######## block 1 ########
### Clock network drawn from the DEF, block 1

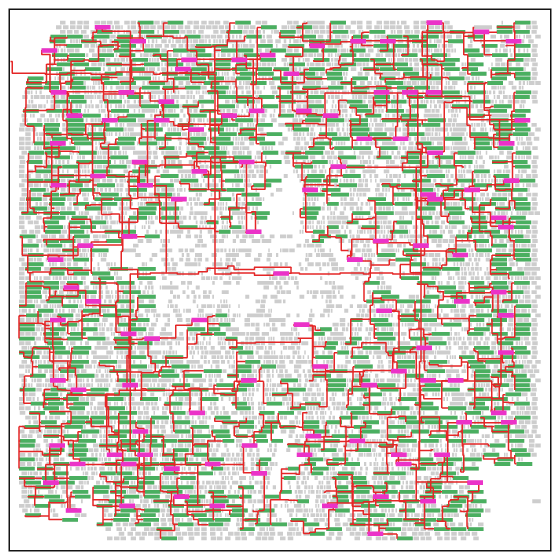
### PDN straps and rails, block 1

The bar under the picture is 100 microns long. Pins as bars on the die edge. Tap cells in gray.
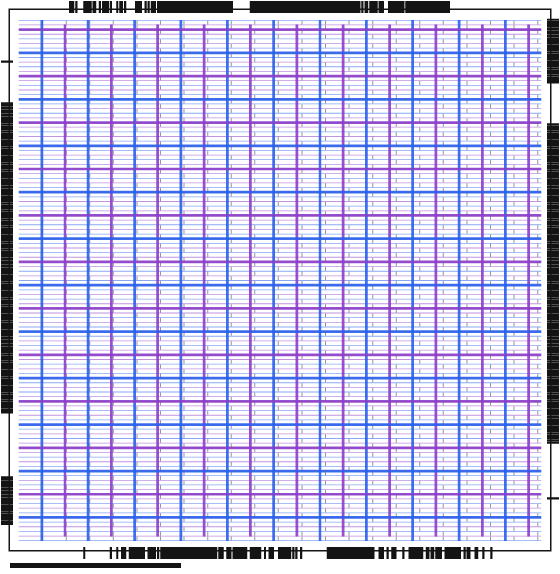
File: config.mk
export PLATFORM = sky130hd
export DESIGN_NAME = square_position_gen_flat
export DESIGN_NICKNAME = d
export VERILOG_FILES = /design/src/rtl/square_position_gen_if.sv /design/src/rtl/square_position_gen.sv /design/src/flat_wrapper.sv
export SDC_FILE = /design/constraint.sdc
export NUM_CORES = 2
export LEC_CHECK = 0
export CAP_MARGIN = 0
export CORE_MARGIN = 5
export CORE_UTILIZATION = 60
export CTS_CLUSTER_DIAMETER = 120
export DETAILED_ROUTE_END_ITERATION = 12
export PLACE_DENSITY = 0.85
export REMOVE_ABC_BUFFERS = 1
export SLEW_MARGIN = 30
export SYNTH_ARGS = -nofsm -noshare
export SYNTH_HDL_FRONTEND = slang
export SYNTH_SLANG_ARGS = --single-unit
File: constraint.sdc
create_clock -name clk -period 38.5 [get_ports clk]
set_clock_uncertainty 0.1 [all_clocks]
set_input_delay 11.55 -clock clk [delete_from_list [all_inputs] [get_ports clk]]
set_output_delay 11.55 -clock clk [all_outputs]
set_load 0.05 [all_outputs]
File: src/rtl/square_position_gen_if.sv
// square_position_gen_if
//   Groups the frame-tick, control and button inputs of square_position_gen
//   together with the published snapshot it produces.
//   master : drives refresh_tick, start, status and the buttons; reads the outputs
//   slave  : square_position_gen itself
//   Signals:
//     refresh_tick  frame tick (rising edge is the event)
//     start         one-cycle pulse, (re)initialise and play
//     status        1 = game over (from game_status)
//     btn_*         level-sensitive controls
//     position      660-bit packed snapshot (main square + 16 slots)
//     active_mask   bit i = slot i moving
//     busy          frame update in progress
//     overrun       sticky, tick seen while busy
interface square_position_gen_if;
  logic         refresh_tick;
  logic         start;
  logic         status;
  logic         btn_up;
  logic         btn_down;
  logic         btn_left;
  logic         btn_right;
  logic [659:0] position;
  logic [15:0]  active_mask;
  logic         busy;
  logic         overrun;

  modport master (
    output refresh_tick, start, status, btn_up, btn_down, btn_left, btn_right,
    input  position, active_mask, busy, overrun
  );

  modport slave (
    input  refresh_tick, start, status, btn_up, btn_down, btn_left, btn_right,
    output position, active_mask, busy, overrun
  );
endinterface

File: src/rtl/square_position_gen.sv
// square_position_gen
//   Owns the player square and 16 obstacle slots, advances them once per frame
//   on a refresh_tick rising edge (one entity per cycle: main, then slots 0..15)
//   and publishes the new frame as one coherent snapshot on the last cycle.
//   Freezes in OVER when status reports game over at a tick; start reinitialises.
//   Ports:
//     clk    system clock
//     reset  asynchronous, active-low
//     bus    square_position_gen_if.slave (ticks, control, buttons, outputs)
//   Build option:
//     SQ_RANDOM_SPAWN_EN  spawn x/direction from a free-running 16-bit LFSR
//                         (seed ACE1h) instead of x_l = 40*slot, down-right.
module square_position_gen #(
  parameter int SCREEN_W     = 640,
  parameter int SCREEN_H     = 480,
  parameter int SQ_SIZE      = 16,
  parameter int MAIN_SIZE    = 20,
  parameter int SPEED        = 2,
  parameter int MAIN_SPEED   = 4,
  parameter int SPAWN_FRAMES = 60,
  parameter int MAIN_X0      = 310,
  parameter int MAIN_Y0      = 230
) (
  input  logic                 clk,
  input  logic                 reset,
  square_position_gen_if.slave bus
);
  localparam logic [9:0] LIM_X  = 10'(SCREEN_W - SQ_SIZE);
  localparam logic [9:0] LIM_Y  = 10'(SCREEN_H - SQ_SIZE);
  localparam logic [9:0] MLIM_X = 10'(SCREEN_W - MAIN_SIZE);
  localparam logic [9:0] MLIM_Y = 10'(SCREEN_H - MAIN_SIZE);
  localparam logic [9:0] PARK   = 10'h3FF;

  typedef enum logic [1:0] {S_IDLE, S_RUN, S_UPDATE, S_OVER} state_t;

  state_t       r_state;
  logic [4:0]   r_idx;
  logic         r_tick_d1, r_tick_d2;
  logic [7:0]   r_frame_cnt;
  logic [659:0] r_position;
  logic [15:0]  r_mask;
  logic         r_busy, r_overrun;

  // Shadow frame state (not reset; always rebuilt by start before use)
  logic [9:0]   r_mx, r_my;
  logic [9:0]   r_sx [16];
  logic [9:0]   r_sy [16];
  logic [15:0]  r_dx, r_dy;

  // Obstacle step: {flip, new coord}. A square that lands on a wall turns
  // around in that same frame, so it never sits on the wall for two frames.
  function automatic logic [10:0] step_axis(input logic [9:0] c, input logic d,
                                            input logic [9:0] lim);
    logic [10:0] up;
    up = {1'b0, c} + 11'(SPEED);
    if (d) begin
      if (up >= {1'b0, lim}) step_axis = {1'b1, lim};
      else                   step_axis = {1'b0, up[9:0]};
    end else begin
      if (c <= 10'(SPEED))   step_axis = {1'b1, 10'd0};
      else                   step_axis = {1'b0, c - 10'(SPEED)};
    end
  endfunction

  // Player step with saturation to [0, lim]; opposing buttons cancel.
  function automatic logic [9:0] step_main(input logic [9:0] c, input logic inc,
                                           input logic dec, input logic [9:0] lim);
    logic [10:0] up;
    up = {1'b0, c} + 11'(MAIN_SPEED);
    step_main = c;
    if (inc && !dec)      step_main = (up > {1'b0, lim}) ? lim : up[9:0];
    else if (dec && !inc) step_main = (c < 10'(MAIN_SPEED)) ? 10'd0 : c - 10'(MAIN_SPEED);
  endfunction

  function automatic logic [39:0] pack_slot(input logic [9:0] x, input logic [9:0] y,
                                            input logic act);
    if (act) pack_slot = {y + 10'(SQ_SIZE - 1), x + 10'(SQ_SIZE - 1), y, x};
    else     pack_slot = {40{1'b1}};
  endfunction

  logic         w_tick_edge, w_main_cyc, w_obs_cyc, w_commit, w_spawn;
  logic [3:0]   w_slot, w_spawn_idx, w_sp_sel;
  logic [10:0]  w_ox, w_oy;
  logic [9:0]   w_mx, w_my, w_spawn_x;
  logic         w_spawn_dx, w_spawn_dy;
  logic [9:0]   w_nsx [16];
  logic [9:0]   w_nsy [16];
  logic [15:0]  w_nmask;
  logic [659:0] w_commit_pos, w_init_pos;

  assign w_tick_edge = r_tick_d1 & ~r_tick_d2;
  assign w_main_cyc  = (r_state == S_UPDATE) && (r_idx == 5'd0);
  assign w_obs_cyc   = (r_state == S_UPDATE) && (r_idx != 5'd0);
  assign w_commit    = (r_state == S_UPDATE) && (r_idx == 5'd16);
  assign w_slot      = 4'(r_idx - 5'd1);
  assign w_ox        = step_axis(r_sx[w_slot], r_dx[w_slot], LIM_X);
  assign w_oy        = step_axis(r_sy[w_slot], r_dy[w_slot], LIM_Y);
  assign w_mx        = step_main(r_mx, bus.btn_right, bus.btn_left, MLIM_X);
  assign w_my        = step_main(r_my, bus.btn_down, bus.btn_up, MLIM_Y);
  assign w_spawn     = w_commit && (r_frame_cnt == 8'(SPAWN_FRAMES - 1)) && (r_mask != 16'hFFFF);
  // Reinit always places slot 0; otherwise the spawn point is for the new slot.
  assign w_sp_sel    = bus.start ? 4'd0 : w_spawn_idx;

`ifdef SQ_RANDOM_SPAWN_EN
  logic [15:0] r_lfsr;
  always_ff @(posedge clk or negedge reset) begin
    if (!reset) r_lfsr <= 16'hACE1;
    else        r_lfsr <= {r_lfsr[14:0], r_lfsr[15] ^ r_lfsr[13] ^ r_lfsr[12] ^ r_lfsr[10]};
  end
  assign w_spawn_x  = 10'(r_lfsr % 16'(SCREEN_W - SQ_SIZE + 1));
  assign w_spawn_dx = r_lfsr[10];
  assign w_spawn_dy = r_lfsr[11];
`else
  assign w_spawn_x  = 10'(w_sp_sel) * 10'd40;
  assign w_spawn_dx = 1'b1;
  assign w_spawn_dy = 1'b1;
`endif

  always_comb begin
    w_spawn_idx = 4'd0;
    for (int i = 15; i >= 0; i--)
      if (!r_mask[i]) w_spawn_idx = 4'(i);
  end

  // Next shadow contents: current slot moved (if active), spawn applied at commit.
  always_comb begin
    for (int i = 0; i < 16; i++) begin
      w_nsx[i] = r_sx[i];
      w_nsy[i] = r_sy[i];
    end
    if (w_obs_cyc && r_mask[w_slot]) begin
      w_nsx[w_slot] = w_ox[9:0];
      w_nsy[w_slot] = w_oy[9:0];
    end
    w_nmask = r_mask;
    if (w_spawn) begin
      w_nsx[w_spawn_idx]   = w_spawn_x;
      w_nsy[w_spawn_idx]   = 10'd0;
      w_nmask[w_spawn_idx] = 1'b1;
    end
    w_commit_pos = {r_my, r_mx, 640'd0};
    for (int i = 0; i < 16; i++)
      w_commit_pos[i*40 +: 40] = pack_slot(w_nsx[i], w_nsy[i], w_nmask[i]);
    w_init_pos = {10'(MAIN_Y0), 10'(MAIN_X0), {600{1'b1}}, pack_slot(w_spawn_x, 10'd0, 1'b1)};
  end

  always_ff @(posedge clk) begin
    if (bus.start) begin
      r_mx <= 10'(MAIN_X0);
      r_my <= 10'(MAIN_Y0);
      for (int i = 0; i < 16; i++) begin
        r_sx[i] <= PARK;
        r_sy[i] <= PARK;
      end
      r_sx[0] <= w_spawn_x;
      r_sy[0] <= 10'd0;
      r_dx    <= {15'd0, w_spawn_dx};
      r_dy    <= {15'd0, w_spawn_dy};
    end else if (w_main_cyc) begin
      r_mx <= w_mx;
      r_my <= w_my;
    end else if (w_obs_cyc) begin
      for (int i = 0; i < 16; i++) begin
        r_sx[i] <= w_nsx[i];
        r_sy[i] <= w_nsy[i];
      end
      r_dx[w_slot] <= r_dx[w_slot] ^ (r_mask[w_slot] & w_ox[10]);
      r_dy[w_slot] <= r_dy[w_slot] ^ (r_mask[w_slot] & w_oy[10]);
      if (w_spawn) begin
        r_dx[w_spawn_idx] <= w_spawn_dx;
        r_dy[w_spawn_idx] <= w_spawn_dy;
      end
    end
  end

  always_ff @(posedge clk or negedge reset) begin
    if (!reset) begin
      r_state     <= S_IDLE;
      r_idx       <= 5'd0;
      r_tick_d1   <= 1'b0;
      r_tick_d2   <= 1'b0;
      r_frame_cnt <= 8'd0;
      r_position  <= {10'(MAIN_Y0), 10'(MAIN_X0), {640{1'b1}}};
      r_mask      <= 16'd0;
      r_busy      <= 1'b0;
      r_overrun   <= 1'b0;
    end else begin
      r_tick_d1 <= bus.refresh_tick;
      r_tick_d2 <= r_tick_d1;
      if (bus.start) begin
        r_state     <= S_RUN;
        r_idx       <= 5'd0;
        r_frame_cnt <= 8'd0;
        r_position  <= w_init_pos;
        r_mask      <= 16'h0001;
        r_busy      <= 1'b0;
        r_overrun   <= 1'b0;
      end else begin
        case (r_state)
          S_RUN: begin
            if (w_tick_edge) begin
              if (bus.status) r_state <= S_OVER;
              else begin
                r_state <= S_UPDATE;
                r_idx   <= 5'd0;
                r_busy  <= 1'b1;
              end
            end
          end
          S_UPDATE: begin
            if (w_tick_edge) r_overrun <= 1'b1;
            if (w_commit) begin
              r_state     <= S_RUN;
              r_busy      <= 1'b0;
              r_position  <= w_commit_pos;
              r_mask      <= w_nmask;
              r_frame_cnt <= (r_frame_cnt == 8'(SPAWN_FRAMES - 1)) ? 8'd0 : r_frame_cnt + 8'd1;
            end else begin
              r_idx <= r_idx + 5'd1;
            end
          end
          default: ;
        endcase
      end
    end
  end

  assign bus.position    = r_position;
  assign bus.active_mask = r_mask;
  assign bus.busy        = r_busy;
  assign bus.overrun     = r_overrun;
endmodule
File: src/flat_wrapper.sv
// flat-port wrapper written by rule: the top's interface ports become plain ports
module square_position_gen_flat 
#(
  parameter int SCREEN_W     = 640,
  parameter int SCREEN_H     = 480,
  parameter int SQ_SIZE      = 16,
  parameter int MAIN_SIZE    = 20,
  parameter int SPEED        = 2,
  parameter int MAIN_SPEED   = 4,
  parameter int SPAWN_FRAMES = 60,
  parameter int MAIN_X0      = 310,
  parameter int MAIN_Y0      = 230
)
  (clk, reset, bus_refresh_tick, bus_start, bus_status, bus_btn_up, bus_btn_down, bus_btn_left, bus_btn_right, bus_position, bus_active_mask, bus_busy, bus_overrun);
  square_position_gen_if bus_i ();
  input  logic clk;
  input  logic reset;
  input wire logic [$bits(bus_i.refresh_tick)-1:0] bus_refresh_tick;
  input wire logic [$bits(bus_i.start)-1:0] bus_start;
  input wire logic [$bits(bus_i.status)-1:0] bus_status;
  input wire logic [$bits(bus_i.btn_up)-1:0] bus_btn_up;
  input wire logic [$bits(bus_i.btn_down)-1:0] bus_btn_down;
  input wire logic [$bits(bus_i.btn_left)-1:0] bus_btn_left;
  input wire logic [$bits(bus_i.btn_right)-1:0] bus_btn_right;
  output wire logic [$bits(bus_i.position)-1:0] bus_position;
  output wire logic [$bits(bus_i.active_mask)-1:0] bus_active_mask;
  output wire logic [$bits(bus_i.busy)-1:0] bus_busy;
  output wire logic [$bits(bus_i.overrun)-1:0] bus_overrun;
  assign bus_i.refresh_tick = bus_refresh_tick;
  assign bus_i.start = bus_start;
  assign bus_i.status = bus_status;
  assign bus_i.btn_up = bus_btn_up;
  assign bus_i.btn_down = bus_btn_down;
  assign bus_i.btn_left = bus_btn_left;
  assign bus_i.btn_right = bus_btn_right;
  assign bus_position = bus_i.position;
  assign bus_active_mask = bus_i.active_mask;
  assign bus_busy = bus_i.busy;
  assign bus_overrun = bus_i.overrun;
  square_position_gen #(.SCREEN_W(SCREEN_W), .SCREEN_H(SCREEN_H), .SQ_SIZE(SQ_SIZE), .MAIN_SIZE(MAIN_SIZE), .SPEED(SPEED), .MAIN_SPEED(MAIN_SPEED), .SPAWN_FRAMES(SPAWN_FRAMES), .MAIN_X0(MAIN_X0), .MAIN_Y0(MAIN_Y0)) u_core (.clk(clk), .reset(reset), .bus(bus_i));
endmodule
==> flow_summary.json <==
{
  "rr_worst_depth": 15,
  "slew_headroom": 0.205,
  "final-comb-area_sq_mm": 0.0256,
  "min_path_cells": 2,
  "inverters": 67,
  "max-cap-violations": 0,
  "taps": 1254,
  "area_delta_synth_final_pct": 21.1,
  "syn_area_per_cell_sq_um": 9.97,
  "drtIter0Drc": 8070,
  "flops": 1064,
  "grt_max_degree": 186,
  "signal_buffers": 816,
  "core-area_sq_mm": 0.0932,
  "synth-xor-area-share": 0.0357,
  "seq_share": 0.423,
  "drc": 0,
  "worstMarginPinSlew_ns": 1.19,
  "postCtsHoldBufs": 0,
  "gr-usage-all-layers": 0.422,
  "grt_pass1_wl_mm": 319,
  "routed_wl_mm": 219,
  "top_cells_by_count": "nor2_1, nand2_1, dfstp_2",
  "nFillCells": 6473,
  "outcome": "complete, no violations",
  "p_int_uw": 1850
}
Notes on 'Clock network drawn from the DEF' of block 1 above:
Key: flip-flops = green [count 1064]; clock wires = red [length 13100 microns]; cells driving clock nets = magenta [count 110]
There are 111 routed clock nets.

Notes on 'PDN straps and rails' of block 1 above:
Key: VDD = purple; VSS = blue
1254 tap cells. 22 straps on met4.

-- worst max path at each step --
stage,endpoint,slack (ns),depth (start not counted)
2_1_floorplan,u_core.bus.position[149],12.52,5
3_3_place_gp,u_core.bus.position[309],23.23,12
3_5_place_dp,u_core.bus.position[309],23.15,12
4_1_cts,u_core.bus.position[309],23.88,12
5_1_grt,u_core.bus.position[29],23.61,13
6_report,u_core.bus.position[309],23.71,12
-- power groups by stage --
stage / clock [uW] / sequential [uW] / combinational (uW)
floorplan: 0 / 1200 / 37.0
global placement: 0 / 1190 / 78.4
detailed placement: 0 / 1190 / 79.4
CTS: 1150 / 1170 / 79.8
global route: 1200 / 1170 / 87.0
finish: 1150 / 1170 / 82.5
-- metrics by stage --
| stage | total power, uW | cell area, sq um |
|---|---|---|
| after floorplan | 1230 | 54300 |
| after global routing | 2460 | 68100 |
| after global placement | 1270 | 64000 |
| after detailed placement | 1270 | 64100 |
| after CTS | 2400 | 68000 |
| final | 2400 | 68100 |

######## block 2 ########
### PDN straps and rails, block 2

The bar under the picture is 20 microns long. Pins as bars on the die edge. Tap cells in gray.
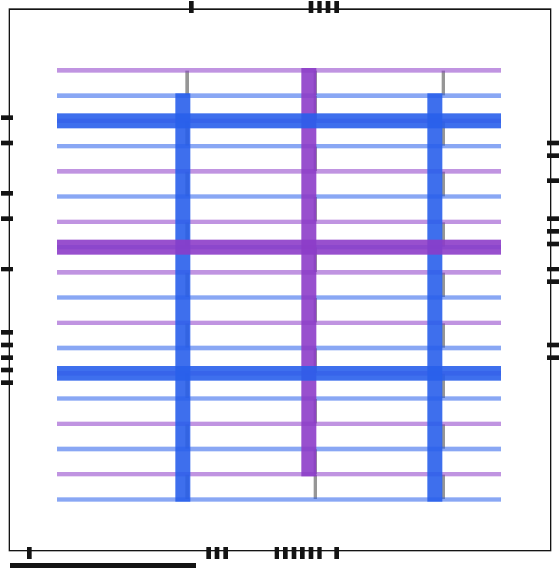
### Placed cells, one color a class, block 2

The bar under the picture is 20 microns long.
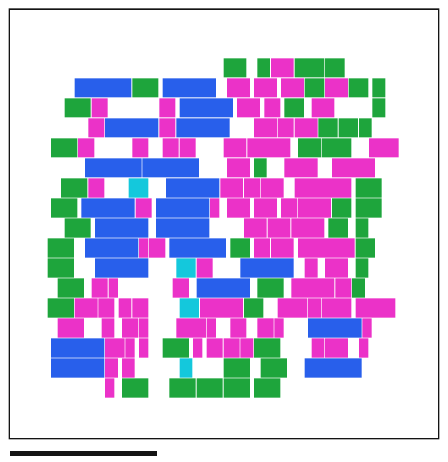
==> config.mk <==
export PLATFORM = sky130hd
export DESIGN_NAME = haz_detector
export DESIGN_NICKNAME = d
export VERILOG_FILES = /design/src/rtl/haz_pkg.sv /design/src/rtl/haz_shadow_pipe.sv /design/src/rtl/haz_detector.sv
export SDC_FILE = /design/constraint.sdc
export NUM_CORES = 1
export LEC_CHECK = 0
export CAP_MARGIN = 0
export CORE_MARGIN = 5
export CORE_UTILIZATION = 43
export DETAILED_ROUTE_END_ITERATION = 8
export GPL_TIMING_DRIVEN = 1
export PLACE_DENSITY_LB_ADDON = 0.08
export SETUP_SLACK_MARGIN = 0.02
export SLEW_MARGIN = 20
export SYNTH_ARGS = -nofsm -noshare
export SYNTH_HDL_FRONTEND = slang
export SYNTH_SLANG_ARGS = --single-unit
==> constraint.sdc <==
create_clock -name clk -period 2.05 [get_ports clk]
set_input_delay 0.3075 -clock clk [delete_from_list [all_inputs] [get_ports clk]]
set_output_delay 0.3075 -clock clk [all_outputs]
set_load 0.005 [all_outputs]
==> src/rtl/haz_pkg.sv <==
// ----------------------------------------------------------------------------
// haz_pkg
// Shared types and defaults for the hazard detector slice.
//   haz_flags_t     : bundle of hazard flags handed to the resolver
//   shadow_entry_t  : one in-flight instruction slot (EX/MEM/WB shadow)
//   src_match()     : "does this source read what this entry will write"
// ----------------------------------------------------------------------------
package haz_pkg;

   localparam int REG_AW_DEF  = 5;
   localparam int MUL_LAT_DEF = 4;
   localparam int MAX_BR_DEF  = 2;

   // Destination field width in a shadow entry. Register addresses are
   // zero-extended into it, so any REG_AW up to this width is supported.
   localparam int SHADOW_RD_W = 8;

   typedef struct packed {
      logic data;
      logic fwrd;
      logic str;
      logic ctrl;
      logic branch;
      logic crct;
   } haz_flags_t;

   typedef struct packed {
      logic                   v;
      logic [SHADOW_RD_W-1:0] rd;
      logic                   we;
      logic                   load;
   } shadow_entry_t;

   localparam shadow_entry_t SHADOW_BUBBLE = '0;

   // Register 0 is hardwired zero, so it can never carry a dependency.
   function automatic logic src_match(input logic                   used,
                                      input logic [SHADOW_RD_W-1:0] src,
                                      input shadow_entry_t          e);
      return used & e.v & e.we & (e.rd == src) & (src != '0);
   endfunction

endpackage

==> src/rtl/haz_shadow_pipe.sv <==
// ----------------------------------------------------------------------------
// haz_shadow_pipe
// Shadow copy of the EX/MEM/WB occupancy of the core. Every cycle the slots
// shift by one; EX takes the ID instruction only when it is accepted,
// otherwise a bubble. A flush kills what sits in EX and MEM.
// Ports:
//   clk, rst      : clock, synchronous active-high reset
//   accept_i      : ID instruction enters EX this cycle
//   flush_i       : invalidate EX and MEM at this edge
//   id_entry_i    : shadow fields of the ID instruction
//   ex_o/mem_o/wb_o : current shadow slots
// ----------------------------------------------------------------------------
module haz_shadow_pipe
   import haz_pkg::*;
(
   input  logic          clk,
   input  logic          rst,
   input  logic          accept_i,
   input  logic          flush_i,
   input  shadow_entry_t id_entry_i,
   output shadow_entry_t ex_o,
   output shadow_entry_t mem_o,
   output shadow_entry_t wb_o
);

   localparam int NSTG    = 3;
   localparam int STG_MEM = 1;

   shadow_entry_t stage_q [NSTG];
   shadow_entry_t stage_d [NSTG];

   // accept is already low during a flush, so EX needs no separate kill.
   assign stage_d[0] = accept_i ? id_entry_i : SHADOW_BUBBLE;

   genvar gi;
   for (gi = 1; gi < NSTG; gi++) begin : g_next
      if (gi == STG_MEM) begin : g_mem
         assign stage_d[gi] = flush_i ? SHADOW_BUBBLE : stage_q[gi-1];
      end else begin : g_plain
         assign stage_d[gi] = stage_q[gi-1];
      end
   end

   for (gi = 0; gi < NSTG; gi++) begin : g_reg
      always_ff @(posedge clk) begin
         if (rst) begin
            stage_q[gi] <= SHADOW_BUBBLE;
         end else begin
            stage_q[gi] <= stage_d[gi];
         end
      end
   end

   assign ex_o  = stage_q[0];
   assign mem_o = stage_q[1];
   assign wb_o  = stage_q[2];

endmodule

==> src/rtl/haz_detector.sv <==
// ----------------------------------------------------------------------------
// haz_detector
// Producer of hazard flags for the resolver FSM. Watches the ID instruction,
// keeps a shadow of in-flight instructions, and tracks multiplier occupancy
// and outstanding branches.
// Ports:
//   clk, rst                    : clock, synchronous active-high reset
//   issue_valid                 : valid instruction in ID
//   rs1/rs2, rs1_used/rs2_used  : source registers and whether they are read
//   rd, rd_we                   : destination and write enable
//   is_load/is_mul/is_branch    : ID instruction class
//   br_res_valid                : EX resolves the oldest outstanding branch
//   br_taken, br_pred           : actual and predicted branch outcome
//   pc_freeze, do_flush         : resolver feedback used to steer the shadow
//   resolved                    : resolver feedback, only checked
//   data, fwrd, str, ctrl       : combinational hazard flags
//   branch, crct                : registered branch-resolution pulses
// ----------------------------------------------------------------------------
module haz_detector
   import haz_pkg::*;
#(
   parameter int REG_AW  = REG_AW_DEF,
   parameter int MUL_LAT = MUL_LAT_DEF,
   parameter int MAX_BR  = MAX_BR_DEF
) (
   input  logic              clk,
   input  logic              rst,
   input  logic              issue_valid,
   input  logic [REG_AW-1:0] rs1,
   input  logic [REG_AW-1:0] rs2,
   input  logic              rs1_used,
   input  logic              rs2_used,
   input  logic [REG_AW-1:0] rd,
   input  logic              rd_we,
   input  logic              is_load,
   input  logic              is_mul,
   input  logic              is_branch,
   input  logic              br_res_valid,
   input  logic              br_taken,
   input  logic              br_pred,
   input  logic              pc_freeze,
   input  logic              do_flush,
   input  logic              resolved,
   output logic              data,
   output logic              fwrd,
   output logic              str,
   output logic              ctrl,
   output logic              branch,
   output logic              crct
);

   localparam int MUL_CW = $clog2(MUL_LAT);
   localparam int BR_CW  = $clog2(MAX_BR + 1);

   logic accept;
   assign accept = issue_valid & ~pc_freeze & ~do_flush;

   // ---------------- shadow pipeline ----------------
   shadow_entry_t id_entry, ex_entry, mem_entry, wb_entry;

   always_comb begin
      id_entry      = SHADOW_BUBBLE;
      id_entry.v    = 1'b1;
      id_entry.rd   = SHADOW_RD_W'(rd);
      id_entry.we   = rd_we;
      id_entry.load = is_load;
   end

   haz_shadow_pipe u_shadow (
      .clk        (clk),
      .rst        (rst),
      .accept_i   (accept),
      .flush_i    (do_flush),
      .id_entry_i (id_entry),
      .ex_o       (ex_entry),
      .mem_o      (mem_entry),
      .wb_o       (wb_entry)
   );

   // WB can no longer be forwarded from, so it never raises a flag.
   logic wb_unused;
   assign wb_unused = ^wb_entry;

   // ---------------- source matching ----------------
   logic [1:0]             src_used;
   logic [SHADOW_RD_W-1:0] src_addr [2];
   logic [1:0]             hit_ex;
   logic [1:0]             hit_mem;

   assign src_used    = {rs2_used, rs1_used};
   assign src_addr[0] = SHADOW_RD_W'(rs1);
   assign src_addr[1] = SHADOW_RD_W'(rs2);

   genvar gi;
   for (gi = 0; gi < 2; gi++) begin : g_src
      assign hit_ex[gi]  = src_match(src_used[gi], src_addr[gi], ex_entry);
      assign hit_mem[gi] = src_match(src_used[gi], src_addr[gi], mem_entry);
   end

   // ---------------- multiplier occupancy ----------------
   logic [MUL_CW-1:0] mul_cnt_q, mul_cnt_d;

   always_comb begin
      mul_cnt_d = mul_cnt_q;
      if (accept && is_mul) begin
         mul_cnt_d = MUL_CW'(MUL_LAT - 1);
      end else if (mul_cnt_q != '0) begin
         mul_cnt_d = mul_cnt_q - MUL_CW'(1);
      end
   end

   // ---------------- outstanding branches ----------------
   logic [BR_CW-1:0] br_cnt_q, br_cnt_d;
   logic             br_full, br_inc, br_dec;

   assign br_full = (br_cnt_q == BR_CW'(MAX_BR));
   assign br_inc  = accept & is_branch;
   // A resolution with nothing outstanding is stray and must not underflow.
   assign br_dec  = br_res_valid & (br_cnt_q != '0);

   always_comb begin
      br_cnt_d = br_cnt_q;
      if (do_flush) begin
         br_cnt_d = '0;
      end else if (br_inc && !br_dec && !br_full) begin
         br_cnt_d = br_cnt_q + BR_CW'(1);
      end else if (br_dec && !br_inc) begin
         br_cnt_d = br_cnt_q - BR_CW'(1);
      end
   end

   // ---------------- state registers ----------------
   logic branch_q, branch_d;
   logic crct_q, crct_d;

   assign branch_d = br_res_valid & (br_cnt_q != '0);
   assign crct_d   = br_res_valid & (br_taken == br_pred);

   always_ff @(posedge clk) begin
      if (rst) begin
         mul_cnt_q <= '0;
         br_cnt_q  <= '0;
         branch_q  <= 1'b0;
         crct_q    <= 1'b0;
      end else begin
         mul_cnt_q <= mul_cnt_d;
         br_cnt_q  <= br_cnt_d;
         branch_q  <= branch_d;
         crct_q    <= crct_d;
      end
   end

   // ---------------- flags ----------------
   haz_flags_t flags;

   always_comb begin
      flags        = '0;
      flags.data   = issue_valid & ((|hit_ex) | (|hit_mem));
      // A load still in EX has no data yet; a load in MEM can be forwarded.
      flags.fwrd   = flags.data & ~((|hit_ex) & ex_entry.load);
      flags.str    = issue_valid & ((is_mul & (mul_cnt_q != '0)) |
                                    (is_branch & br_full));
      flags.ctrl   = (br_cnt_q != '0);
      flags.branch = branch_q;
      flags.crct   = crct_q;
   end

   assign data   = flags.data;
   assign fwrd   = flags.fwrd;
   assign str    = flags.str;
   assign ctrl   = flags.ctrl;
   assign branch = flags.branch;
   assign crct   = flags.crct;

   // The resolver must never report completion while it is still freezing.
   a_resolved_not_frozen : assert property (
      @(posedge clk) disable iff (rst) !(resolved && pc_freeze));

endmodule

==> flow_summary.json <==
{
  "outcome": "finished, violations left",
  "largestPowerGroup": "sequential cells",
  "r2r_setup_slack_ns": 0.94,
  "start_kind": "input port",
  "synth_nets": 136,
  "violations": "setup timing",
  "dpl-instance-area_sq_mm": 0.00145,
  "fin_ws_ns": -0.0474,
  "total_power_uw": 872,
  "pin_count": 36,
  "grt_pass1_wl_mm": 3.94,
  "synthDominantCellAreaShare": 0.421,
  "cpMostUsedCell": "nor4_2",
  "pwr-share-clk": 0.219,
  "setup_viol": 2,
  "worst_path_max_delay_cell": "or4_4",
  "p_int_uw": 649,
  "fin_util": 0.693,
  "postCtsHoldBufs": 0,
  "rr_endpoint": "mul_cnt_q[1]"
}
About 'PDN straps and rails' of block 2:
Key: VDD = purple; VSS = blue
3 straps on met4. 18 met1 rails follow the rows. 28 tap cells.

About 'Placed cells, one color a class' of block 2:
Key: flip-flops = blue [cells 21]; all other logic = magenta [cells 84]; clock drivers and dummy loads = cyan [cells 4]; other buffers and delay cells = green [cells 45]

## worst max-delay path: cells and delay by family
kind	cells	cell delay, ns
buf+inv	2	0.21
simple gates	4	1.08
compound gates	1	0.18
## cell families (layout without fill, tap and decap cells)
| family | after synthesis | after routing | share of synthesized area |
|---|---|---|---|
| AND-OR/OR-AND | 11 | 11 | 0.0677 |
| XOR/XNOR | 22 | 22 | 0.193 |
| adder cells (fa/ha/maj) | 1 | 1 | 0.0125 |
| buffers and inverters | 3 | 52 | 0.0113 |
| flip-flops | 21 | 21 | 0.421 |
| multiplexers | 1 | 1 | 0.0113 |
| AND/OR/NAND/NOR | 46 | 46 | 0.283 |
## layer usage
layer / track usage / up-vias / share of wire
li1: - / 459 / -
met1: 0.190 / 403 / 0.45
met2: 0.239 / 22 / 0.48
met3: 0.0445 / 4 / 0.053
met4: 0.0629 / 0 / 0.019
met5: 0 / - / 0
## area by class of cell
| cell class | count | share of cell area |
|---|---|---|
| Clock buffer | 3 | 0.0147 |
| Inverter | 3 | 0.00735 |
| Clock inverter | 1 | 0.00327 |
| Multi-Input combinational cell | 81 | 0.424 |
| Tap cell | 28 | 0.0229 |
| Sequential cell | 21 | 0.278 |
| Timing Repair Buffer | 45 | 0.250 |

######## block 3 ########
### Clock network drawn from the DEF, block 3

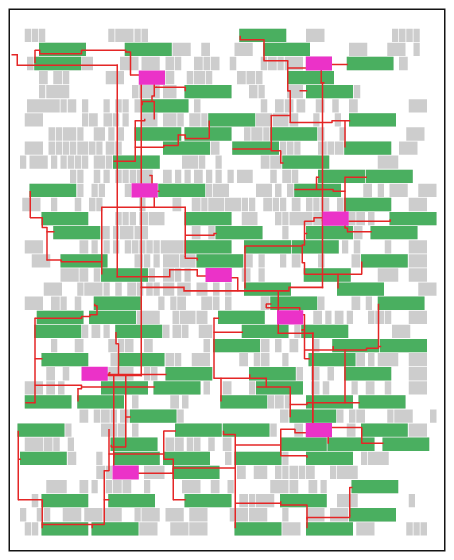
### Placed cells, one color a class, block 3

The bar under the picture is 20 microns long.
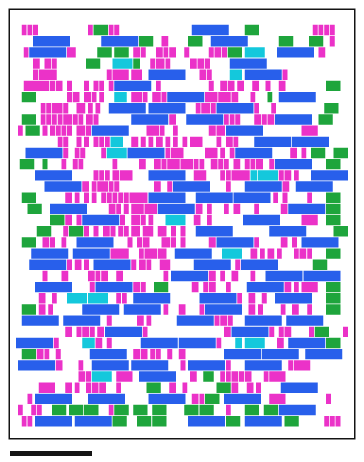
**config.mk**
```make
export PLATFORM = sky130hd
export DESIGN_NAME = program_memory_loader
export DESIGN_NICKNAME = d
export VERILOG_FILES = /design/src/rtl/program_memory_loader.sv
export SDC_FILE = /design/constraint.sdc
export NUM_CORES = 1
export LEC_CHECK = 0
export ABC_AREA = 1
export CAP_MARGIN = 5
export CORE_ASPECT_RATIO = 1.25
export CORE_UTILIZATION = 52
export DETAILED_ROUTE_END_ITERATION = 6
export PLACE_DENSITY_LB_ADDON = 0.15
export RECOVER_POWER = 100
export REMOVE_ABC_BUFFERS = 1
export SETUP_SLACK_MARGIN = 0.2
export SLEW_MARGIN = 20
export SYNTH_ARGS = -nofsm -noshare
export SYNTH_HDL_FRONTEND = slang
export SYNTH_SLANG_ARGS = --single-unit
export TNS_END_PERCENT = 30
```
**constraint.sdc**
```tcl
create_clock -name clk -period 5.1 [get_ports clk]
set_clock_uncertainty 0.15 [all_clocks]
set_input_delay 1.53 -clock clk [delete_from_list [all_inputs] [get_ports clk]]
set_output_delay 1.53 -clock clk [all_outputs]
set_load 0.03 [all_outputs]
```
**src/rtl/program_memory_loader.sv**
```systemverilog
// Streams a byte image (16-bit word count N, then N big-endian words) into program memory
// while holding the CPU in reset. Define LOADER_CHECKSUM_EN to add a trailing checksum byte.
//
// state  | meaning
// IDLE   | after reset, waiting for Start
// HDR_HI | waiting for N[15:8]
// HDR_LO | waiting for N[7:0], header validated here
// DATA   | assembling a word, MSB byte first
// WRITE  | one-cycle write strobe for word k
// CHECK  | waiting for the checksum byte (LOADER_CHECKSUM_EN only)
// DONE   | image loaded, CPU released
// ERROR  | load aborted, CPU held
module program_memory_loader #(
  parameter int MEMORY_DEPTH = 256,
  parameter int DATA_WIDTH   = 32
) (
  input  logic                  clk,
  input  logic                  reset,
  input  logic                  Start,
  input  logic [7:0]            ByteData,
  input  logic                  ByteValid,
  output logic                  ByteReady,
  output logic                  WriteEnable,
  output logic [DATA_WIDTH-1:0] WriteAddress,
  output logic [DATA_WIDTH-1:0] WriteData,
  output logic                  Busy,
  output logic                  Done,
  output logic                  Error,
  output logic                  CpuHold
);
  localparam int KW = $clog2(MEMORY_DEPTH) + 1;

  typedef enum logic [2:0] {
    IDLE   = 3'd0,
    HDR_HI = 3'd1,
    HDR_LO = 3'd2,
    DATA   = 3'd3,
    WRITE  = 3'd4,
    DONE   = 3'd5,
    ERROR  = 3'd6
`ifdef LOADER_CHECKSUM_EN
    ,CHECK = 3'd7
`endif
  } state_t;

  state_t        state, state_nx;
  logic [7:0]    hdr_hi;
  logic [KW-1:0] n_last;
  logic [KW-1:0] k;
  logic [1:0]    byte_cnt;
  logic [23:0]   shift;
  logic          accept;
  logic [15:0]   n_hdr;
  logic          hdr_bad;
`ifdef LOADER_CHECKSUM_EN
  logic [7:0]    sum;
  logic          sum_ok;

  assign sum_ok = ((sum + ByteData) == 8'd0);
`endif

  assign accept  = ByteValid && ByteReady;
  assign n_hdr   = {hdr_hi, ByteData};
  assign hdr_bad = (n_hdr == 16'd0) || (32'(n_hdr) > 32'(MEMORY_DEPTH));

  always_ff @(posedge clk or posedge reset) begin
    if (reset) state <= IDLE;
    else       state <= state_nx;
  end

  always_comb begin
    state_nx    = state;
    ByteReady   = 1'b0;
    WriteEnable = 1'b0;
    Busy        = 1'b0;
    Done        = 1'b0;
    Error       = 1'b0;
    CpuHold     = 1'b1;
    case (state)
      IDLE: begin
        if (Start) state_nx = HDR_HI;
      end
      HDR_HI: begin
        ByteReady = 1'b1;
        Busy      = 1'b1;
        if (ByteValid) state_nx = HDR_LO;
      end
      HDR_LO: begin
        ByteReady = 1'b1;
        Busy      = 1'b1;
        if (ByteValid) state_nx = hdr_bad ? ERROR : DATA;
      end
      DATA: begin
        ByteReady = 1'b1;
        Busy      = 1'b1;
        if (ByteValid && (byte_cnt == 2'd3)) state_nx = WRITE;
      end
      WRITE: begin
        WriteEnable = 1'b1;
        Busy        = 1'b1;
        if (k == n_last) begin
`ifdef LOADER_CHECKSUM_EN
          state_nx = CHECK;
`else
          state_nx = DONE;
`endif
        end else begin
          state_nx = DATA;
        end
      end
`ifdef LOADER_CHECKSUM_EN
      CHECK: begin
        ByteReady = 1'b1;
        Busy      = 1'b1;
        if (ByteValid) state_nx = sum_ok ? DONE : ERROR;
      end
`endif
      DONE: begin
        Done    = 1'b1;
        CpuHold = 1'b0;
        if (Start) state_nx = HDR_HI;
      end
      ERROR: begin
        Error = 1'b1;
        if (Start) state_nx = HDR_HI;
      end
      default: state_nx = IDLE;
    endcase
  end

  // Write port registers are loaded on the 4th byte so they are stable for the whole WRITE cycle.
  always_ff @(posedge clk or posedge reset) begin
    if (reset) begin
      hdr_hi       <= '0;
      n_last       <= '0;
      k            <= '0;
      byte_cnt     <= '0;
      shift        <= '0;
      WriteAddress <= '0;
      WriteData    <= '0;
`ifdef LOADER_CHECKSUM_EN
      sum          <= '0;
`endif
    end else begin
      case (state)
        IDLE, DONE, ERROR: begin
          if (Start) begin
            k        <= '0;
            byte_cnt <= '0;
`ifdef LOADER_CHECKSUM_EN
            sum      <= '0;
`endif
          end
        end
        HDR_HI: begin
          if (accept) hdr_hi <= ByteData;
        end
        HDR_LO: begin
          if (accept) n_last <= KW'(n_hdr - 16'd1);
        end
        DATA: begin
          if (accept) begin
            shift    <= {shift[15:0], ByteData};
            byte_cnt <= byte_cnt + 2'd1;
`ifdef LOADER_CHECKSUM_EN
            sum      <= sum + ByteData;
`endif
            if (byte_cnt == 2'd3) begin
              WriteData    <= DATA_WIDTH'({shift, ByteData});
              WriteAddress <= DATA_WIDTH'({k, 2'b00});
            end
          end
        end
        WRITE: begin
          k <= k + KW'(1);
        end
        default: ;
      endcase
    end
  end

endmodule

```
==> flow_summary.json <==
{
  "outcome": "finished, violations left",
  "violations": "capacitance limit, slew limit",
  "dp_slack_ns": 1.49,
  "end_kind": "output pin",
  "worstMarginPinSlew_ns": 1.94,
  "ys_cells": 484,
  "max-cap-violations": 2,
  "lay_top_count": "nand2_1",
  "ys_chip_area_sq_mm": 0.00434,
  "pin_count": 82,
  "drv_slew": 95,
  "layout_top_cells": "nand2_1, dfrtp_1, o21ai_0",
  "routed_wl_mm": 8.07,
  "root_buffer": "clkbuf_8",
  "crit_start": "state[0]",
  "fin_util": 0.638,
  "required_ns": 3.42,
  "antennaDiodeCount": 0,
  "final-instance-count-excl-fill": 641,
  "min_to": "shift[23]",
  "min_path_cells": 2,
  "cp_max_fo": 10,
  "syn_area_per_cell_sq_um": 8.97
}
About 'Clock network drawn from the DEF' of block 3:
Key: flip-flops = green [count 96]; clock wires = red [length 1070 microns]; cells driving clock nets = magenta [count 9]
Position of the flops: all over the die. There are 10 routed clock nets.

About 'Placed cells, one color a class' of block 3:
Key: all other logic = magenta [cells 372]; flip-flops = blue [cells 96]; clock drivers and dummy loads = cyan [cells 16]; other buffers and delay cells = green [cells 62]

[worst max-delay path, stage by stage, from the launching register on]
cell           delay, ns
dfrtp_1             0.46
nor2_1              0.17
nand2_1             0.18
inv_2               0.21
dlygate4sd3_1       0.77
[power breakdown]
group,switching (uW),total (uW),internal [uW]
combinational,401,617,216
sequential,112,1050,937
clock,262,455,192
total,775,2120,1340
[metal layers]
layer | GRT usage | vias up | wire length [microns]
met1 | 0.269 | 1507 | 3650
met3 | 0.0302 | 13 | 322
met2 | 0.323 | 66 | 3930
met5 | 0 | - | 0
met4 | 0.105 | 0 | 170
li1 | - | 1615 | -
[cells by family after synthesis]
kind of cell    synth area share
compound gates             0.111
fa+ha+maj                 0.0115
xor+xnor                  0.0242
simple gates               0.170
flops                      0.553
buf+inv                    0.100
other cells             0.000864
mux                       0.0285
[area by class of cell]
class	instances	share of cell area
tap	95	0.0235
timing repair buffer	62	0.119
clock inverter	6	0.00890
sequential	96	0.475
clock buffer	10	0.0272
multi-input combinational	322	0.309
inverter	50	0.0376
[registers in the layout, indices dropped and copies added, names as in the netlist]
signal / count
WriteAddress: 9
WriteData: 32
byte_cnt: 2
hdr_hi: 8
k: 9
n_last: 9
shift: 24
state: 3

######## block 4 ########
[src/rtl/subdiv_stage_scheduler.sv]
// Two-stage subdivision sequencer: launches neighbor build then smoothing over a
// start/busy handshake, arbitrates the shared neighbor RAM and counts busy cycles.
module subdiv_stage_scheduler #(
    parameter int ADDR_WIDTH  = 9,
    parameter int ACK_TIMEOUT = 16,
    parameter int CNT_WIDTH   = 24
) (
    input  logic                    clk,
    input  logic                    rst,
    input  logic                    go,
    output logic                    done,
    output logic                    err,
    output logic                    busy,
    output logic [1:0]              stg_start,
    input  logic [1:0]              stg_busy,
    output logic [CNT_WIDTH-1:0]    s0_cycles,
    output logic [CNT_WIDTH-1:0]    s1_cycles,
    input  logic [2:0]              req_en,
    input  logic [3*4-1:0]          req_we,
    input  logic [3*ADDR_WIDTH-1:0] req_a,
    input  logic [3*32-1:0]         req_di,
    output logic                    ram_en,
    output logic [3:0]              ram_we,
    output logic [ADDR_WIDTH-1:0]   ram_a,
    output logic [31:0]             ram_di,
    input  logic [31:0]             ram_do,
    output logic [1:0]              grant
);

    localparam logic [2:0] ST_IDLE   = 3'd0;
    localparam logic [2:0] ST_S0_ACK = 3'd1;
    localparam logic [2:0] ST_S0_RUN = 3'd2;
    localparam logic [2:0] ST_S1_ACK = 3'd3;
    localparam logic [2:0] ST_S1_RUN = 3'd4;
    localparam logic [2:0] ST_DONE   = 3'd5;
    localparam logic [2:0] ST_ERR    = 3'd6;

    localparam logic [1:0] GRANT_HOST = 2'd0;
    localparam logic [1:0] GRANT_S0   = 2'd1;
    localparam logic [1:0] GRANT_S1   = 2'd2;

    localparam int              TW       = $clog2(ACK_TIMEOUT + 1);
    localparam logic [TW-1:0]   ACK_LAST = TW'(ACK_TIMEOUT - 1);
    localparam logic [TW-1:0]   ACK_ONE  = TW'(1);
    localparam logic [CNT_WIDTH-1:0] CNT_ONE = CNT_WIDTH'(1);

    logic [2:0]    state_q, state_d;
    logic [1:0]    grant_q, grant_d;
    logic [1:0]    start_q, start_d;
    logic          done_q, done_d;
    logic          err_q, err_d;
    logic [TW-1:0] ack_cnt_q, ack_cnt_d;
    logic          clr_cnt;
    logic [1:0]    inc_cnt;

    // Read data goes straight to the requesters outside this block.
    logic unused_ram_do;
    assign unused_ram_do = ^ram_do;

    always_comb begin
        state_d   = state_q;
        grant_d   = grant_q;
        start_d   = 2'b00;
        done_d    = 1'b0;
        err_d     = err_q;
        ack_cnt_d = ack_cnt_q;
        clr_cnt   = 1'b0;
        inc_cnt   = 2'b00;
        case (state_q)
            ST_IDLE: begin
                grant_d = GRANT_HOST;
                if (go) begin
                    err_d     = 1'b0;
                    clr_cnt   = 1'b1;
                    start_d   = 2'b01;
                    ack_cnt_d = '0;
                    grant_d   = GRANT_S0;
                    state_d   = ST_S0_ACK;
                end
            end
            ST_S0_ACK: begin
                // The acknowledging cycle is itself a busy cycle and is counted.
                if (stg_busy[0]) begin
                    inc_cnt[0] = 1'b1;
                    state_d    = ST_S0_RUN;
                end else if (ack_cnt_q == ACK_LAST) begin
                    err_d   = 1'b1;
                    grant_d = GRANT_HOST;
                    state_d = ST_ERR;
                end else begin
                    ack_cnt_d = ack_cnt_q + ACK_ONE;
                end
            end
            ST_S0_RUN: begin
                if (stg_busy[0]) begin
                    inc_cnt[0] = 1'b1;
                end else begin
                    start_d   = 2'b10;
                    ack_cnt_d = '0;
                    grant_d   = GRANT_S1;
                    state_d   = ST_S1_ACK;
                end
            end
            ST_S1_ACK: begin
                if (stg_busy[1]) begin
                    inc_cnt[1] = 1'b1;
                    state_d    = ST_S1_RUN;
                end else if (ack_cnt_q == ACK_LAST) begin
                    err_d   = 1'b1;
                    grant_d = GRANT_HOST;
                    state_d = ST_ERR;
                end else begin
                    ack_cnt_d = ack_cnt_q + ACK_ONE;
                end
            end
            ST_S1_RUN: begin
                if (stg_busy[1]) begin
                    inc_cnt[1] = 1'b1;
                end else begin
                    done_d  = 1'b1;
                    grant_d = GRANT_HOST;
                    state_d = ST_DONE;
                end
            end
            ST_DONE: state_d = ST_IDLE;
            ST_ERR:  state_d = ST_IDLE;
            default: begin
                grant_d = GRANT_HOST;
                state_d = ST_IDLE;
            end
        endcase
    end

    always_ff @(posedge clk or posedge rst) begin
        if (rst) begin
            state_q   <= ST_IDLE;
            grant_q   <= GRANT_HOST;
            start_q   <= 2'b00;
            done_q    <= 1'b0;
            err_q     <= 1'b0;
            ack_cnt_q <= '0;
        end else begin
            state_q   <= state_d;
            grant_q   <= grant_d;
            start_q   <= start_d;
            done_q    <= done_d;
            err_q     <= err_d;
            ack_cnt_q <= ack_cnt_d;
        end
    end

    genvar gi;
    generate
        for (gi = 0; gi < 2; gi++) begin : g_cnt
            logic [CNT_WIDTH-1:0] cyc_q, cyc_d;

            always_comb begin
                cyc_d = cyc_q;
                if (clr_cnt) begin
                    cyc_d = '0;
                end else if (inc_cnt[gi] && (cyc_q != '1)) begin
                    cyc_d = cyc_q + CNT_ONE;
                end
            end

            always_ff @(posedge clk or posedge rst) begin
                if (rst) begin
                    cyc_q <= '0;
                end else begin
                    cyc_q <= cyc_d;
                end
            end
        end
    endgenerate

    assign s0_cycles = g_cnt[0].cyc_q;
    assign s1_cycles = g_cnt[1].cyc_q;

    logic [3:0]            we_arr [3];
    logic [ADDR_WIDTH-1:0] a_arr  [3];
    logic [31:0]           di_arr [3];

    generate
        for (gi = 0; gi < 3; gi++) begin : g_req
            assign we_arr[gi] = req_we[gi*4 +: 4];
            assign a_arr[gi]  = req_a[gi*ADDR_WIDTH +: ADDR_WIDTH];
            assign di_arr[gi] = req_di[gi*32 +: 32];
        end
    endgenerate

    // Only the owner reaches the RAM; everyone else is silenced entirely.
    always_comb begin
        ram_en = 1'b0;
        ram_we = 4'h0;
        ram_a  = '0;
        ram_di = 32'h0;
        case (grant_q)
            GRANT_HOST, GRANT_S0, GRANT_S1: begin
                ram_en = req_en[grant_q];
                ram_we = we_arr[grant_q];
                ram_a  = a_arr[grant_q];
                ram_di = di_arr[grant_q];
            end
            default: ;
        endcase
    end

    assign done      = done_q;
    assign err       = err_q;
    assign busy      = (state_q != ST_IDLE);
    assign stg_start = start_q;
    assign grant     = grant_q;

endmodule
[config.mk]
export PLATFORM = sky130hd
export DESIGN_NAME = subdiv_stage_scheduler
export DESIGN_NICKNAME = d
export VERILOG_FILES = /design/src/rtl/subdiv_stage_scheduler.sv
export SDC_FILE = /design/constraint.sdc
export NUM_CORES = 1
export LEC_CHECK = 0
export ABC_AREA = 1
export CAP_MARGIN = 25
export CORE_AREA = 2 2 106 108
export CTS_BUF_LIST = sky130_fd_sc_hd__clkbuf_4 sky130_fd_sc_hd__clkbuf_8
export DETAILED_ROUTE_END_ITERATION = 7
export DIE_AREA = 0 0 108 110
export DONT_BUFFER_PORTS = 1
export PLACE_DENSITY = 0.7
export SYNTH_ARGS = -nofsm -noshare
export SYNTH_HDL_FRONTEND = slang
export SYNTH_SLANG_ARGS = --single-unit
[constraint.sdc]
create_clock -name clk -period 1.85 [get_ports clk]
set_clock_uncertainty 0.05 [all_clocks]
set_input_delay 0.185 -clock clk [delete_from_list [all_inputs] [get_ports clk]]
set_output_delay 0.185 -clock clk [all_outputs]
set_load 0.03 [all_outputs]
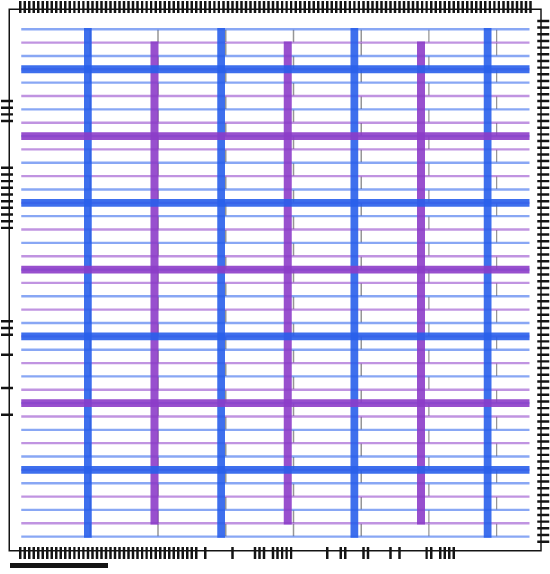
*PDN straps and rails, block 4*
The bar under the picture is 20 microns long. Pins as bars on the die edge. Tap cells in gray.
Key: VDD = purple; VSS = blue
276 signal pins sit on the boundary. The core has 38 rows. 7 straps on met4.

==> flow_summary.json <==
{
  "dieArea_sq_mm": 0.0119,
  "gr-usage-all-layers": 0.310,
  "ys_cells": 782,
  "violations": "setup timing",
  "setup_viol": 12,
  "chipHeight_microns": 110,
  "r2r_start": "state_q[1]",
  "drtIter0Drc": 618,
  "synthArstFlopShare": 1.00,
  "cpMostUsedCell": "buf_12",
  "largest_class": "logic gates",
  "numSynthFlops": 62,
  "routed_wl_mm": 20.3,
  "dr_wl_met2_mm": 9.95,
  "min_from": "stg_busy[0]",
  "fin_ws_ns": -0.0269,
  "edf_count": 0,
  "flops": 62,
  "ys_sh_aoi": 0.0948,
  "seq_share": 0.210,
  "viasPerCell": 5.91,
  "drv_slew": 0,
  "layout_top_cells": "nand2_1, nor2_1, nand3_1",
  "layout-drive-gt1-share": 0.313,
  "worstPathArrival_ns": 1.64,
  "outcome": "finished, violations left",
  "gr-usage-met2": 0.503,
  "ys_chip_area_sq_mm": 0.00513,
  "crit_family": "flip-flops",
  "drt_first_pass_iters": 5
}
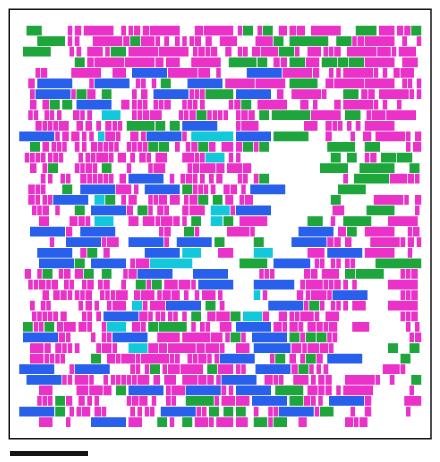
*Placed cells, one color a class, block 4*
The bar under the picture is 20 microns long.
Key: all other logic = magenta [cells 686]; flip-flops = blue [cells 62]; other buffers and delay cells = green [cells 121]; clock drivers and dummy loads = cyan [cells 16]

-- metrics by stage --
stage	instance area [sq um]	setup WS [ns]
final	7420	-0.0269
after global routing	7420	-0.0726
after CTS	7140	-0.0562
after detailed placement	6490	-0.211
after global placement	6490	-0.125
after floorplan	5670	0.0158
-- power groups by stage --
| stage | clock, uW | combinational (uW) | sequential, uW |
|---|---|---|---|
| 2_1_floorplan | 0 | 4200 | 1760 |
| 3_3_place_gp | 0 | 5600 | 1680 |
| 3_5_place_dp | 0 | 5740 | 1700 |
| 4_1_cts | 1370 | 6580 | 1670 |
| 5_1_grt | 1440 | 7360 | 1680 |
| 6_report | 1350 | 7030 | 1670 |
-- worst max path at each step --
stage | slack [ns] | endpoint | cells past startpoint
floorplan | 0.02 | ram_a[0] | 5
global placement | -0.13 | s1_cycles[14] | 8
detailed placement | -0.21 | s1_cycles[18] | 8
CTS | -0.06 | ram_di[17] | 5
global route | -0.07 | ram_a[8] | 5
finish | -0.03 | ram_di[12] | 3
-- kinds of logic (layout without fill, tap and decap cells) --
group,after synthesis,count (layout)
AOI/OAI and AO/OA,68,70
xor gates and xnor gates,19,19
adders and majority gates,5,5
buffers and inverters,99,197
DFF,62,62
other,0,2
and+or+nand+nor,529,532


## Gallery

Routed metal, one color a layer.
image #1
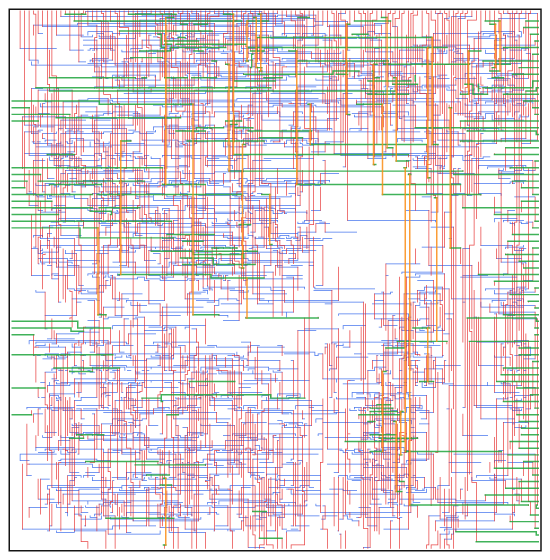
image #2
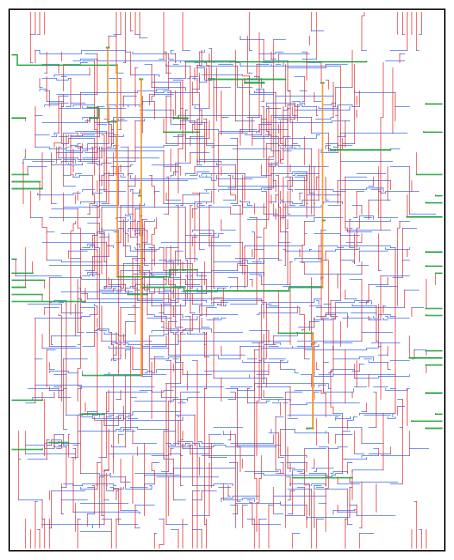
image #3
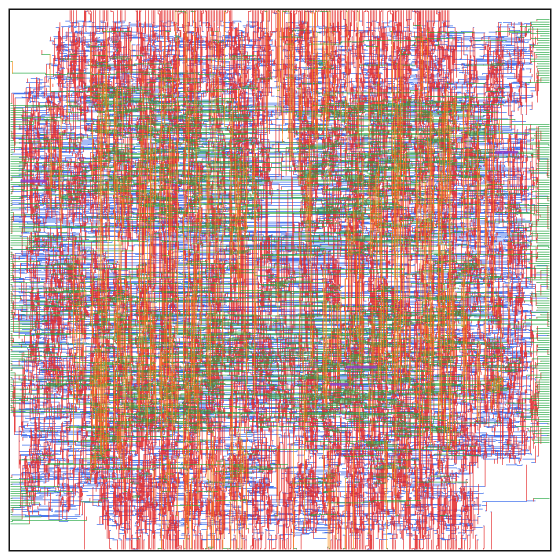
image #4
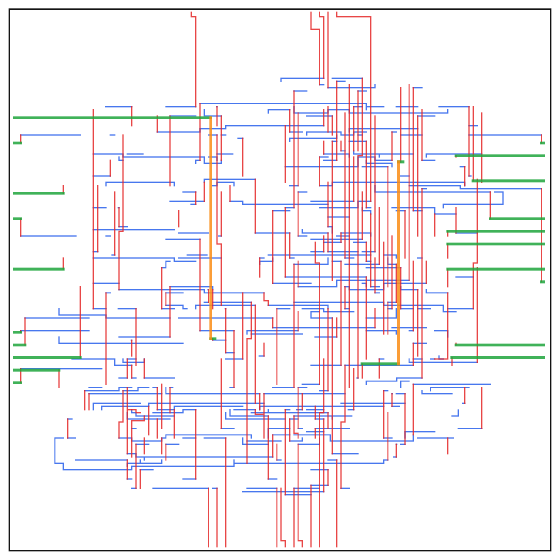
Block 2 is image #4.
Block 4 is image #1.
Block 1 is image #3.
Block 3 is image #2.

Key to image #4:
Key: met1 = blue [wire length 1070 microns]; met4 = orange [wire length 45.6 microns]; met2 = red [wire length 1140 microns]; met3 = green [wire length 126 microns]

Power figures rest on the tool's default switching activity, not on a simulated workload.
